==================== block 1
### Signal wires on met1, block 1

Bar = 20 µm. Supply wires on this layer in grey.
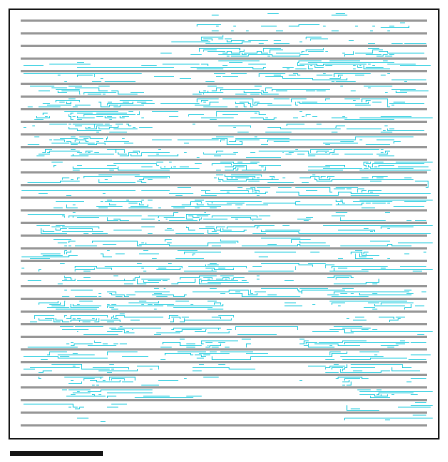

File: src/rtl/display_if.sv
// display_if: request/frame/blink inputs and grant/digit/enable outputs of the display arbiter.
interface display_if;
    logic [1:0]  req;
    logic [31:0] frame0;
    logic [31:0] frame1;
    logic        blink0;
    logic        blink1;
    logic [1:0]  ack;
    logic        owner;
    logic [3:0]  digital1, digital2, digital3, digital4;
    logic [3:0]  digital5, digital6, digital7, digital8;
    logic        en;
    modport master (output req, frame0, frame1, blink0, blink1,
                    input ack, owner, en, digital1, digital2, digital3, digital4,
                    digital5, digital6, digital7, digital8);
    modport slave (input req, frame0, frame1, blink0, blink1,
                   output ack, owner, en, digital1, digital2, digital3, digital4,
                   digital5, digital6, digital7, digital8);
endinterface

File: src/rtl/display_arbiter.sv
// display_arbiter: round-robin ownership of an 8-digit display between two requesters,
// with a minimum hold time and optional blinking.
module display_arbiter #(
    parameter int TICK_DIV    = 100000,
    parameter int HOLD_TICKS  = 1000,
    parameter int BLINK_TICKS = 250
) (
    input logic      clk,
    input logic      rst_n,
    display_if.slave bus
);
    localparam int TW = $clog2(TICK_DIV);
    localparam int HW = $clog2(HOLD_TICKS + 1);
    localparam int BW = $clog2(BLINK_TICKS + 1);

    typedef enum logic [1:0] {IDLE, GRANT, SHOW, RELEASE} state_t;

    state_t        state, state_nx;
    logic [TW-1:0] tick_cnt;
    logic [HW-1:0] hold;
    logic [BW-1:0] blink_cnt, blink_nx;
    logic          tick, phase, phase_nx, last_owner, winner;
    logic          owner_req, other_req, own_blink;
    logic [31:0]   frame_q, owner_frame;

    assign tick        = tick_cnt == TW'(TICK_DIV - 1);
    assign owner_req   = bus.req[bus.owner];
    assign other_req   = bus.req[~bus.owner];
    assign own_blink   = bus.owner ? bus.blink1 : bus.blink0;
    assign owner_frame = bus.owner ? bus.frame1 : bus.frame0;
    // On contention the requester that did not own the display last time wins.
    assign winner      = (bus.req == 2'b11) ? ~last_owner : bus.req[1];

    always_comb begin
        state_nx = state;
        phase_nx = phase;
        blink_nx = blink_cnt;
        case (state)
            IDLE:    if (|bus.req) state_nx = GRANT;
            GRANT: begin
                state_nx = SHOW;
                phase_nx = 1'b1;
                blink_nx = '0;
            end
            SHOW: begin
                if (hold == HW'(HOLD_TICKS) && (!owner_req || other_req)) state_nx = RELEASE;
                if (!own_blink) begin
                    phase_nx = 1'b1;
                    blink_nx = '0;
                end else if (tick) begin
                    phase_nx = (blink_cnt == BW'(BLINK_TICKS - 1)) ? ~phase : phase;
                    blink_nx = (blink_cnt == BW'(BLINK_TICKS - 1)) ? '0 : blink_cnt + BW'(1);
                end
            end
            default: state_nx = IDLE;
        endcase
    end

    always_ff @(posedge clk or negedge rst_n) begin
        if (!rst_n) begin
            state      <= IDLE;
            tick_cnt   <= '0;
            hold       <= '0;
            blink_cnt  <= '0;
            phase      <= 1'b1;
            last_owner <= 1'b1;
            frame_q    <= '0;
            bus.ack    <= 2'b00;
            bus.owner  <= 1'b0;
            bus.en     <= 1'b0;
        end else begin
            state     <= state_nx;
            tick_cnt  <= tick ? '0 : tick_cnt + TW'(1);
            phase     <= phase_nx;
            blink_cnt <= blink_nx;
            bus.en    <= (state_nx == SHOW) && phase_nx;
            bus.ack   <= (state == IDLE && |bus.req) ? (winner ? 2'b10 : 2'b01) : 2'b00;
            if (state == IDLE && |bus.req) begin
                bus.owner <= winner;
                frame_q   <= winner ? bus.frame1 : bus.frame0;
            end
            if (state == GRANT || (state == SHOW && owner_req)) frame_q <= owner_frame;
            hold <= (state == GRANT) ? '0 :
                    (state == SHOW && tick && hold != HW'(HOLD_TICKS)) ? hold + HW'(1) : hold;
            if (state == RELEASE) last_owner <= bus.owner;
        end
    end

    assign bus.digital1 = frame_q[3:0];
    assign bus.digital2 = frame_q[7:4];
    assign bus.digital3 = frame_q[11:8];
    assign bus.digital4 = frame_q[15:12];
    assign bus.digital5 = frame_q[19:16];
    assign bus.digital6 = frame_q[23:20];
    assign bus.digital7 = frame_q[27:24];
    assign bus.digital8 = frame_q[31:28];
endmodule

File: src/flat_wrapper.sv
// flat-port wrapper written by rule: the top's interface ports become plain ports
module display_arbiter_flat 
#(
    parameter int TICK_DIV    = 100000,
    parameter int HOLD_TICKS  = 1000,
    parameter int BLINK_TICKS = 250
)
  (clk, rst_n, bus_req, bus_frame0, bus_frame1, bus_blink0, bus_blink1, bus_ack, bus_owner, bus_en, bus_digital1, bus_digital2, bus_digital3, bus_digital4, bus_digital5, bus_digital6, bus_digital7, bus_digital8);
  display_if bus_i ();
  input logic clk;
  input logic rst_n;
  input wire logic [$bits(bus_i.req)-1:0] bus_req;
  input wire logic [$bits(bus_i.frame0)-1:0] bus_frame0;
  input wire logic [$bits(bus_i.frame1)-1:0] bus_frame1;
  input wire logic [$bits(bus_i.blink0)-1:0] bus_blink0;
  input wire logic [$bits(bus_i.blink1)-1:0] bus_blink1;
  output wire logic [$bits(bus_i.ack)-1:0] bus_ack;
  output wire logic [$bits(bus_i.owner)-1:0] bus_owner;
  output wire logic [$bits(bus_i.en)-1:0] bus_en;
  output wire logic [$bits(bus_i.digital1)-1:0] bus_digital1;
  output wire logic [$bits(bus_i.digital2)-1:0] bus_digital2;
  output wire logic [$bits(bus_i.digital3)-1:0] bus_digital3;
  output wire logic [$bits(bus_i.digital4)-1:0] bus_digital4;
  output wire logic [$bits(bus_i.digital5)-1:0] bus_digital5;
  output wire logic [$bits(bus_i.digital6)-1:0] bus_digital6;
  output wire logic [$bits(bus_i.digital7)-1:0] bus_digital7;
  output wire logic [$bits(bus_i.digital8)-1:0] bus_digital8;
  assign bus_i.req = bus_req;
  assign bus_i.frame0 = bus_frame0;
  assign bus_i.frame1 = bus_frame1;
  assign bus_i.blink0 = bus_blink0;
  assign bus_i.blink1 = bus_blink1;
  assign bus_ack = bus_i.ack;
  assign bus_owner = bus_i.owner;
  assign bus_en = bus_i.en;
  assign bus_digital1 = bus_i.digital1;
  assign bus_digital2 = bus_i.digital2;
  assign bus_digital3 = bus_i.digital3;
  assign bus_digital4 = bus_i.digital4;
  assign bus_digital5 = bus_i.digital5;
  assign bus_digital6 = bus_i.digital6;
  assign bus_digital7 = bus_i.digital7;
  assign bus_digital8 = bus_i.digital8;
  display_arbiter #(.TICK_DIV(TICK_DIV), .HOLD_TICKS(HOLD_TICKS), .BLINK_TICKS(BLINK_TICKS)) u_core (.clk(clk), .rst_n(rst_n), .bus(bus_i));
endmodule
File: config.mk
export PLATFORM = sky130hd
export DESIGN_NAME = display_arbiter_flat
export DESIGN_NICKNAME = d
export VERILOG_FILES = /design/src/rtl/display_if.sv /design/src/rtl/display_arbiter.sv /design/src/flat_wrapper.sv
export SDC_FILE = /design/constraint.sdc
export NUM_CORES = 1
export LEC_CHECK = 0
export CAP_MARGIN = 15
export CORE_MARGIN = 2
export CORE_UTILIZATION = 50
export CTS_CLUSTER_DIAMETER = 60
export DETAILED_ROUTE_END_ITERATION = 8
export PLACE_DENSITY_LB_ADDON = 0.3
export RECOVER_POWER = 50
export SLEW_MARGIN = 40
export SYNTH_ARGS = -nofsm -noshare
export SYNTH_HDL_FRONTEND = slang
export SYNTH_SLANG_ARGS = --single-unit
File: constraint.sdc
create_clock -name clk -period 4 [get_ports clk]
set_input_delay 0.8 -clock clk [delete_from_list [all_inputs] [get_ports clk]]
set_output_delay 0.8 -clock clk [all_outputs]
set_load 0.05 [all_outputs]
==================== block 2
===== src/rtl/lbp_pkg.sv =====
// Shared types and constants for the LBP frame scheduler.
// Latency: n/a (declarations only).
// Backpressure: n/a.
package lbp_pkg;

  typedef enum logic [2:0] {
    R_IDLE,
    R_WAIT,
    R_RST,
    R_GO,
    R_RUN,
    R_CHK,
    R_DONE,
    R_ERR
  } run_state_t;

  localparam logic [1:0] ERR_NONE    = 2'b00;
  localparam logic [1:0] ERR_TIMEOUT = 2'b01;
  localparam logic [1:0] ERR_WCNT    = 2'b10;

  // Default image geometry and the resulting LBP writes per frame.
  localparam int WIDTH_DEF    = 128;
  localparam int FRAME_PIXELS = WIDTH_DEF * WIDTH_DEF;

  // Write counter width; saturates at all-ones.
  localparam int WCNT_W = 15;

  function automatic int frame_pixels(input int side);
    return side * side;
  endfunction

endpackage


===== src/rtl/lbp_frame_sched_if.sv =====
// Bundle of host-loader, engine and status signals around the frame scheduler.
// Latency: n/a (wiring only).
// Backpressure: loader paced by ld_req/ld_done; engine paced by gray_ready/finish.
interface lbp_frame_sched_if #(parameter int FRM_W = 8);

  logic             start;
  logic [FRM_W-1:0] num_frames;
  logic             ld_req;
  logic             ld_bank;
  logic             ld_done;
  logic             eng_rst;
  logic             eng_gray_ready;
  logic             eng_bank;
  logic             eng_lbp_valid;
  logic             eng_finish;
  logic             busy;
  logic             frame_done;
  logic [FRM_W-1:0] frame_idx;
  logic             done;
  logic             err;
  logic [1:0]       err_code;

  // Host / loader / engine side.
  modport master (
    output start, num_frames, ld_done, eng_lbp_valid, eng_finish,
    input  ld_req, ld_bank, eng_rst, eng_gray_ready, eng_bank,
           busy, frame_done, frame_idx, done, err, err_code
  );

  // Scheduler side.
  modport slave (
    input  start, num_frames, ld_done, eng_lbp_valid, eng_finish,
    output ld_req, ld_bank, eng_rst, eng_gray_ready, eng_bank,
           busy, frame_done, frame_idx, done, err, err_code
  );

endinterface


===== src/rtl/lbp_bank_tracker.sv =====
// Tracks which gray bank holds a loaded frame and requests loads into the free one.
// Latency: ld_done sets full/toggles ld_bank at the next edge; ld_req is combinational.
// Backpressure: ld_req drops while the target bank is still full or all loads are issued.
module lbp_bank_tracker #(
  parameter int FRM_W = 8
) (
  input  logic             clk,
  input  logic             reset,
  input  logic             job_clr,
  input  logic             active,
  input  logic [FRM_W-1:0] num_frames,
  input  logic             ld_done,
  input  logic             eng_bank,
  input  logic             frm_clr,
  output logic             ld_req,
  output logic             ld_bank,
  output logic [1:0]       full
);

  logic [FRM_W-1:0] loads;
  logic             ld_acc;
  logic [1:0]       set_v;
  logic [1:0]       clr_v;

  // A bank is only requested when it is empty, so a set never lands on a full bank.
  assign ld_req = active && (loads < num_frames) && !full[ld_bank];
  assign ld_acc = ld_done && ld_req;

  // Set (loader) and clear (engine) target different banks and may coincide.
  assign set_v = ld_acc  ? (ld_bank  ? 2'b10 : 2'b01) : 2'b00;
  assign clr_v = frm_clr ? (eng_bank ? 2'b10 : 2'b01) : 2'b00;

  // Full flags, load bank pointer and issued-load count.
  always_ff @(posedge clk) begin
    if (reset || job_clr) begin
      full    <= 2'b00;
      ld_bank <= 1'b0;
      loads   <= '0;
    end else begin
      full <= (full & ~clr_v) | set_v;
      if (ld_acc) begin
        ld_bank <= ~ld_bank;
        loads   <= loads + FRM_W'(1);
      end
    end
  end

endmodule


===== src/rtl/lbp_frame_sched.sv =====
// Frame scheduler: resets and starts the LBP engine per loaded bank, verifies each frame.
// Latency: start->ld_req 1 cycle; ld_done->eng_gray_ready 4 cycles; frame verified 1 cycle after finish.
// Backpressure: engine waits in reset until its bank is full; loader waits on ld_req.
module lbp_frame_sched
  import lbp_pkg::*;
#(
  parameter int WIDTH       = WIDTH_DEF,
  parameter int FRM_W       = 8,
  parameter int TIMEOUT_CYC = 1000000
) (
  input  logic               clk,
  input  logic               reset,
  lbp_frame_sched_if.slave   bus
);

  // Default geometry uses the package constant; other sizes compute it.
  localparam int PIX_INT = (WIDTH == WIDTH_DEF) ? FRAME_PIXELS : frame_pixels(WIDTH);
  localparam logic [WCNT_W-1:0] PIX = WCNT_W'(PIX_INT);
  localparam int WDT_W = $clog2(TIMEOUT_CYC + 1);
  localparam logic [WDT_W-1:0] WDT_LAST = WDT_W'(TIMEOUT_CYC - 1);

  run_state_t        state;
  run_state_t        state_nxt;
  logic [1:0]        err_code_nxt;
  logic              rst_cnt;
  logic [WCNT_W-1:0] wcnt;
  logic [WDT_W-1:0]  wdt;
  logic              eng_bank_q;
  logic [FRM_W-1:0]  frame_idx_q;
  logic [FRM_W-1:0]  num_q;
  logic              err_q;
  logic [1:0]        err_code_q;
  logic              eng_rst_q;
  logic [1:0]        full;
  logic              start_acc;
  logic              chk_ok;
  logic              last_frame;
  logic              job_active;

  assign start_acc  = bus.start && ((state == R_IDLE) || (state == R_ERR));
  assign chk_ok     = (state == R_CHK) && (wcnt == PIX);
  assign last_frame = ((frame_idx_q + FRM_W'(1)) == num_q);
  assign job_active = (state inside {R_WAIT, R_RST, R_GO, R_RUN, R_CHK});

  lbp_bank_tracker #(.FRM_W(FRM_W)) u_trk (
    .clk        (clk),
    .reset      (reset),
    .job_clr    (start_acc),
    .active     (job_active),
    .num_frames (num_q),
    .ld_done    (bus.ld_done),
    .eng_bank   (eng_bank_q),
    .frm_clr    (chk_ok),
    .ld_req     (bus.ld_req),
    .ld_bank    (bus.ld_bank),
    .full       (full)
  );

  // Next-state decode for the run FSM, including the error code taken on entry to R_ERR.
  always_comb begin
    state_nxt    = state;
    err_code_nxt = ERR_NONE;
    case (state)
      R_IDLE, R_ERR: begin
        if (start_acc) state_nxt = (bus.num_frames == '0) ? R_DONE : R_WAIT;
      end
      R_WAIT: if (full[eng_bank_q]) state_nxt = R_RST;
      R_RST:  if (rst_cnt) state_nxt = R_GO;
      R_GO:   state_nxt = R_RUN;
      R_RUN: begin
        // Finish on the last watchdog cycle still completes the frame.
        if (bus.eng_finish) begin
          state_nxt = R_CHK;
        end else if (wdt == WDT_LAST) begin
          state_nxt    = R_ERR;
          err_code_nxt = ERR_TIMEOUT;
        end
      end
      R_CHK: begin
        if (wcnt != PIX) begin
          state_nxt    = R_ERR;
          err_code_nxt = ERR_WCNT;
        end else if (last_frame) begin
          state_nxt = R_DONE;
        end else begin
          state_nxt = R_WAIT;
        end
      end
      R_DONE:  state_nxt = R_IDLE;
      default: state_nxt = R_IDLE;
    endcase
  end

  // State register, counters, job bookkeeping and the registered engine reset.
  always_ff @(posedge clk) begin
    if (reset) begin
      state       <= R_IDLE;
      rst_cnt     <= 1'b0;
      wcnt        <= '0;
      wdt         <= '0;
      eng_bank_q  <= 1'b0;
      frame_idx_q <= '0;
      num_q       <= '0;
      err_q       <= 1'b0;
      err_code_q  <= ERR_NONE;
      eng_rst_q   <= 1'b1;
    end else begin
      state     <= state_nxt;
      rst_cnt   <= (state == R_RST) ? ~rst_cnt : 1'b0;
      eng_rst_q <= !(state_nxt inside {R_GO, R_RUN, R_CHK});

      if (state == R_GO) begin
        wcnt <= '0;
        wdt  <= '0;
      end else if (state == R_RUN) begin
        wdt <= wdt + WDT_W'(1);
        if (bus.eng_lbp_valid && (wcnt != '1)) wcnt <= wcnt + WCNT_W'(1);
      end

      if (start_acc) begin
        num_q       <= bus.num_frames;
        frame_idx_q <= '0;
        eng_bank_q  <= 1'b0;
        err_q       <= 1'b0;
        err_code_q  <= ERR_NONE;
      end else if (chk_ok) begin
        frame_idx_q <= frame_idx_q + FRM_W'(1);
        eng_bank_q  <= ~eng_bank_q;
      end

      if ((state_nxt == R_ERR) && (state != R_ERR)) begin
        err_q      <= 1'b1;
        err_code_q <= err_code_nxt;
      end
    end
  end

  assign bus.eng_rst        = eng_rst_q;
  assign bus.eng_gray_ready = (state == R_GO);
  assign bus.eng_bank       = eng_bank_q;
  assign bus.busy           = job_active;
  assign bus.frame_done     = chk_ok;
  assign bus.frame_idx      = frame_idx_q;
  assign bus.done           = (state == R_DONE);
  assign bus.err            = err_q;
  assign bus.err_code       = err_code_q;

endmodule


===== src/flat_wrapper.sv =====
// flat-port wrapper written by rule: the top's interface ports become plain ports
module lbp_frame_sched_flat import lbp_pkg::*;
#(
  parameter int WIDTH       = WIDTH_DEF,
  parameter int FRM_W       = 8,
  parameter int TIMEOUT_CYC = 1000000
)
  (clk, reset, bus_start, bus_num_frames, bus_ld_done, bus_eng_lbp_valid, bus_eng_finish, bus_ld_req, bus_ld_bank, bus_eng_rst, bus_eng_gray_ready, bus_eng_bank, bus_busy, bus_frame_done, bus_frame_idx, bus_done, bus_err, bus_err_code);
  lbp_frame_sched_if #(.FRM_W(FRM_W)) bus_i ();
  input  logic clk;
  input  logic reset;
  input wire logic [$bits(bus_i.start)-1:0] bus_start;
  input wire logic [$bits(bus_i.num_frames)-1:0] bus_num_frames;
  input wire logic [$bits(bus_i.ld_done)-1:0] bus_ld_done;
  input wire logic [$bits(bus_i.eng_lbp_valid)-1:0] bus_eng_lbp_valid;
  input wire logic [$bits(bus_i.eng_finish)-1:0] bus_eng_finish;
  output wire logic [$bits(bus_i.ld_req)-1:0] bus_ld_req;
  output wire logic [$bits(bus_i.ld_bank)-1:0] bus_ld_bank;
  output wire logic [$bits(bus_i.eng_rst)-1:0] bus_eng_rst;
  output wire logic [$bits(bus_i.eng_gray_ready)-1:0] bus_eng_gray_ready;
  output wire logic [$bits(bus_i.eng_bank)-1:0] bus_eng_bank;
  output wire logic [$bits(bus_i.busy)-1:0] bus_busy;
  output wire logic [$bits(bus_i.frame_done)-1:0] bus_frame_done;
  output wire logic [$bits(bus_i.frame_idx)-1:0] bus_frame_idx;
  output wire logic [$bits(bus_i.done)-1:0] bus_done;
  output wire logic [$bits(bus_i.err)-1:0] bus_err;
  output wire logic [$bits(bus_i.err_code)-1:0] bus_err_code;
  assign bus_i.start = bus_start;
  assign bus_i.num_frames = bus_num_frames;
  assign bus_i.ld_done = bus_ld_done;
  assign bus_i.eng_lbp_valid = bus_eng_lbp_valid;
  assign bus_i.eng_finish = bus_eng_finish;
  assign bus_ld_req = bus_i.ld_req;
  assign bus_ld_bank = bus_i.ld_bank;
  assign bus_eng_rst = bus_i.eng_rst;
  assign bus_eng_gray_ready = bus_i.eng_gray_ready;
  assign bus_eng_bank = bus_i.eng_bank;
  assign bus_busy = bus_i.busy;
  assign bus_frame_done = bus_i.frame_done;
  assign bus_frame_idx = bus_i.frame_idx;
  assign bus_done = bus_i.done;
  assign bus_err = bus_i.err;
  assign bus_err_code = bus_i.err_code;
  lbp_frame_sched #(.WIDTH(WIDTH), .FRM_W(FRM_W), .TIMEOUT_CYC(TIMEOUT_CYC)) u_core (.clk(clk), .reset(reset), .bus(bus_i));
endmodule

===== config.mk =====
export PLATFORM = sky130hd
export DESIGN_NAME = lbp_frame_sched_flat
export DESIGN_NICKNAME = d
export VERILOG_FILES = /design/src/rtl/lbp_pkg.sv /design/src/rtl/lbp_frame_sched_if.sv /design/src/rtl/lbp_bank_tracker.sv /design/src/rtl/lbp_frame_sched.sv /design/src/flat_wrapper.sv
export SDC_FILE = /design/constraint.sdc
export NUM_CORES = 1
export LEC_CHECK = 0
export ABC_AREA = 1
export CAP_MARGIN = 40
export CELL_PAD_IN_SITES_DETAIL_PLACEMENT = 1
export CELL_PAD_IN_SITES_GLOBAL_PLACEMENT = 1
export CORE_UTILIZATION = 42
export DETAILED_ROUTE_END_ITERATION = 8
export PLACE_DENSITY_LB_ADDON = 0.1
export SETUP_SLACK_MARGIN = 0.15
export SYNTH_ARGS = -nofsm -noshare
export SYNTH_HDL_FRONTEND = slang
export SYNTH_SLANG_ARGS = --single-unit

===== constraint.sdc =====
create_clock -name clk -period 2.21 [get_ports clk]
set_input_delay 0.663 -clock clk [delete_from_list [all_inputs] [get_ports clk]]
set_output_delay 0.663 -clock clk [all_outputs]
set_load 0.05 [all_outputs]


==> notes/layouts.md <==
Pictures saved along the way, in no particular order.

M3 wires.
(a)
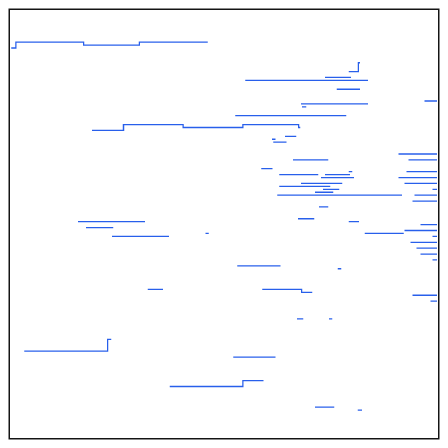
(b)
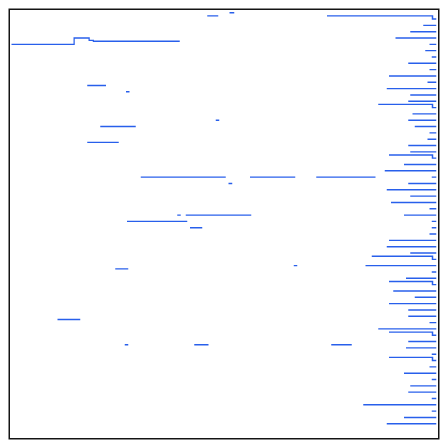
| picture | from |
|---|---|
| (a) | block 2 |
| (b) | block 1 |

Key to (b):
share of all routed wire = 6.2%
wire length on this layer = 545 µm
main direction = horizontal
nets with wire on the layer = 78
longest straight run = 22.5 µm

### Signal wires on met1, block 2

Bar = 20 µm. Supply wires on this layer in grey.
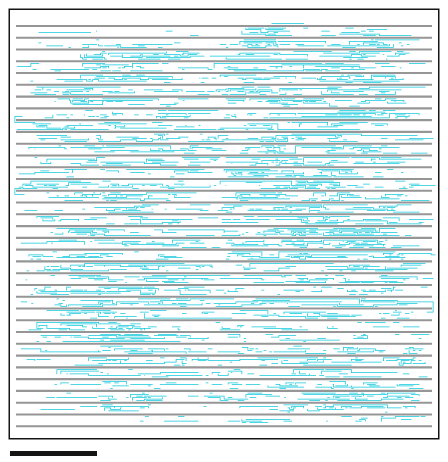
wire length on this layer = 5870 µm
main direction = horizontal
share of all routed wire = 43%
longest straight run = 27.6 µm

==> results.txt, block 2 <==
Flow results are below.

- The achievable clock frequency is just over 0.4 GHz, for reference.
- The part of the total power dissipated in combinational logic is between 40% and 50%, for reference.
- In this run the core area contains 34 standard-cell rows.
- The fraction of area in registers is ~27%, for reference.
- For the worst setup path, the data arrival time is 1.78 ns.
- The critical path buffer and inverter count is 2, for reference.
- The share of synthesized cell area in and, or, nand and nor gates is 33.8%, for reference.
- Summing the sequential cell areas from Yosys gives a little over a third of the chip area.
- The HPWL after detailed placement is 8470 µm.
- The share of total power dissipated in sequential elements is between 30% and 40%.
- The largest registers in the layout are u_core.wdt (20), u_core.wcnt (15).
- For this run, the slowest stage of the critical path takes ~0.38 ns.
- After clock tree synthesis, the flow added hold-fix buffers numbering 0.
- After synthesis the cells add up to 3940 µm².
- At the pin with the least slew margin, the transition time is 0.786 ns.
- After technology mapping, the gate count stands at 565.
- The TritonCTS sink count is just over 70, for reference.
- The largest total area in the synthesized netlist belongs to sky130_fd_sc_hd__dfxtp_1.
- The post-layout worst setup margin is -0.229 ns, for reference.
- The via count of the first global-routing pass is between 4000 and 5000, for reference.
- Yosys instantiated no cell more often than sky130_fd_sc_hd__nand2_1.
- OpenROAD emitted warnings numbering 30.
- TritonCTS built the clock tree.
- The placement report lists the number of port buffers as 32.
- The chip occupies just under 10000 µm².
- The net switching power of the design is about 0.0021 W, for reference.
- The non-clock buffer instance count of the final layout is just over 80, for reference.
- The final reports fail on setup timing.
- The pre-antenna-repair detailed-routing pass consisted of 5 iterations.
- The run finished, with violations left.
- In the global route stage, met1 resource usage came out at a little under a third.
- Multi-input gates account for 46.9% of the area.
- In this run the critical path is formed by inv_4 -> ha_4 -> a21oi_2 -> o21a_1 -> nand3_2 -> nor2_4 -> buf_12.
- The worst setup path is captured at an output pin.
- The I/O pin count is 33, for reference.
- The number of nets with antenna violations after detailed routing is 0, for reference.
- For this run, the final setup violation count is recorded as 2.
- The cell with the biggest individual delay on the critical path is sky130_fd_sc_hd__dfxtp_2, for reference.
- The horizontal die size is 98.9 µm, for reference.
- The global routing report lists combined usage of all routing layers as 25.8%.
- The worst path in the final design needs a cycle of ~2.4 ns, including I/O delays and setup.
- Of the total synthesized cell area, the portion taken by full adders, half adders and majority gates is 3.81%.
- The initial utilization of the core area, before any placement, comes to about 44%.
- The register ranked first by flip-flop count is u_core.wdt, for reference.
- In this run, CTS created clock tree buffers numbering 9.
- Per the timing report, the biggest fanout along the worst path comes to 3.
- Using the TritonRoute via totals, the vias-per-cell ratio works out to 5.58.
### Routed metal per tile, block 1

18 x 18 tiles, from dark blue (low) to red (high), scaled to the fullest tile. Values are wire area over tile area, all layers added.
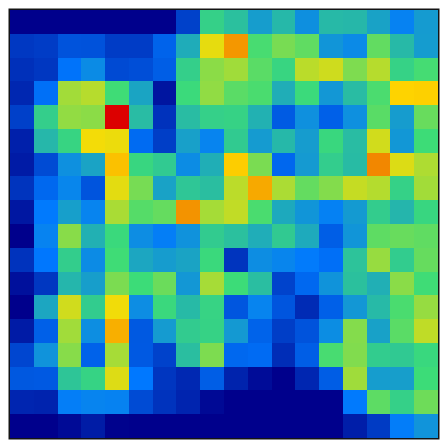
tiles over half the peak = 26%
mean over tiles = 0.17
nearly empty tiles = 8.6%
emptiest ninth of the die = bottom middle
fullest tile = 0.47
post-detailed-routing wire length: 8810 µm
routed length per instance: 14.7 µm
total track usage: 21.5%
Via Count: 3173

Notes on 'Signal wires on met1' of block 1 above:
nets with wire on the layer = 498
share of all routed wire = 45%
wire length on this layer = 3980 µm
main direction = horizontal
longest straight run = 28.3 µm

==> results.txt, block 1 <==
Flow results are below.

- The run finished, with violations left.
- The final reports fail on capacitance limit, slew limit.
- The tally of clock buffers in the finished layout is 13, for reference.
- The final tally of setup violations is 0, for reference.
- Measured along the x axis, the die boundary spans just over 90 µm.
- The detailed placer's ending HPWL is 6540 µm, for reference.
- The average instance area after synthesis is about 10 µm², for reference.
- The worst hold margin is around 0.5 ns, for reference.
- The most common logic cells in the final layout are sky130_fd_sc_hd__clkdlybuf4s50_1 (103), sky130_fd_sc_hd__nor2_1 (80), sky130_fd_sc_hd__dfrtp_1 (73).
- The most instantiated library cell after synthesis is sky130_fd_sc_hd__nor2_1, for reference.
- The sequential-cell power consumption is 0.000806 W, for reference.
- After the last flow step, the layout net total stands at 572.
- Clock tree buffers and inverters occupy under 10% of the routed design's cell area.
- The final count of pins violating max slew is 32, for reference.
- The I/O pin count is 106, for reference.
- The portion of the clock cycle consumed by the worst path in the final layout is 66.8%, for reference.
- During placement, the flow inserted port buffers numbering 105.
- Summing all multi-input logic gate instances after layout gives approximately 1800 µm².
- The path length in cells of the critical path is 6, for reference.
- The power consumed by combinational cells is between 0.0003 and 0.0004 W, for reference.
- The cell type that accounts for the most area after synthesis is sky130_fd_sc_hd__dfrtp_1.
- No sink is reached through more buffers than the 2 on the longest clock path.
- Sorting the synthesized cells by how often they occur yields sky130_fd_sc_hd__nor2_1 (80), sky130_fd_sc_hd__dfrtp_1 (73), sky130_fd_sc_hd__a21oi_1 (22).
- The final-layout setup total negative slack is 0 ns, for reference.
- By area the synthesized netlist is led by sky130_fd_sc_hd__dfrtp_1 (47%), sky130_fd_sc_hd__nor2_1 (7.7%), sky130_fd_sc_hd__xnor2_1 (4.3%), sky130_fd_sc_hd__mux2i_1 (3.6%), sky130_fd_sc_hd__ha_1 (3.2%).
- The commonest register cell after synthesis is sky130_fd_sc_hd__dfrtp_1, for reference.
- The number of flops mapped to enable cells by yosys is 0, for reference.
- Per report_power, the sequential group accounts for a little under half of the total.
- The net switching power of the design is between 0.0004 and 0.0005 W, for reference.
- The critical register-to-register path startpoint is u_core.state[1], for reference.
- Before placement the cells fill about half of the core.
- The synthesis run shows multiplexers occupying under 10% of the cell area.
- Setup repair after global routing left no endpoint under its margin.
- The chip area line in the Yosys stat output reads between 3000 and 4000 µm².
- The number of antenna violations at the first check in global routing is 0, for reference.
- The met2 wire length is roughly 4000 µm, for reference.
- Per the run summary, max-cap violations total 1.
- The fraction of area in registers is between 30% and 40%, for reference.
- Once routing completed, OpenROAD measured the worst setup slack at between 1 and 1.5 ns.
- Net switching is between 20% and 30% of the power.


==> screenshots <==
Track usage over the die.
shot_01.png
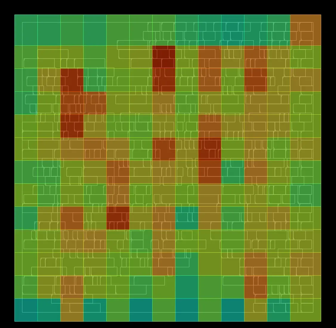
shot_02.png
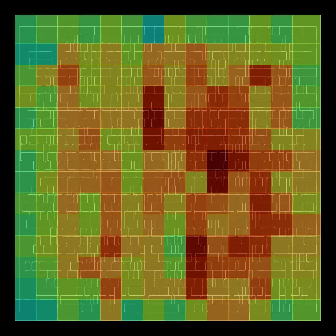
shot_02.png is block 2.
shot_01.png is block 1.
The one with the highest track usage is shot_02.png.
The one with the most wire per cell is shot_02.png.

Power figures rest on the tool's default switching activity, not on a simulated workload.
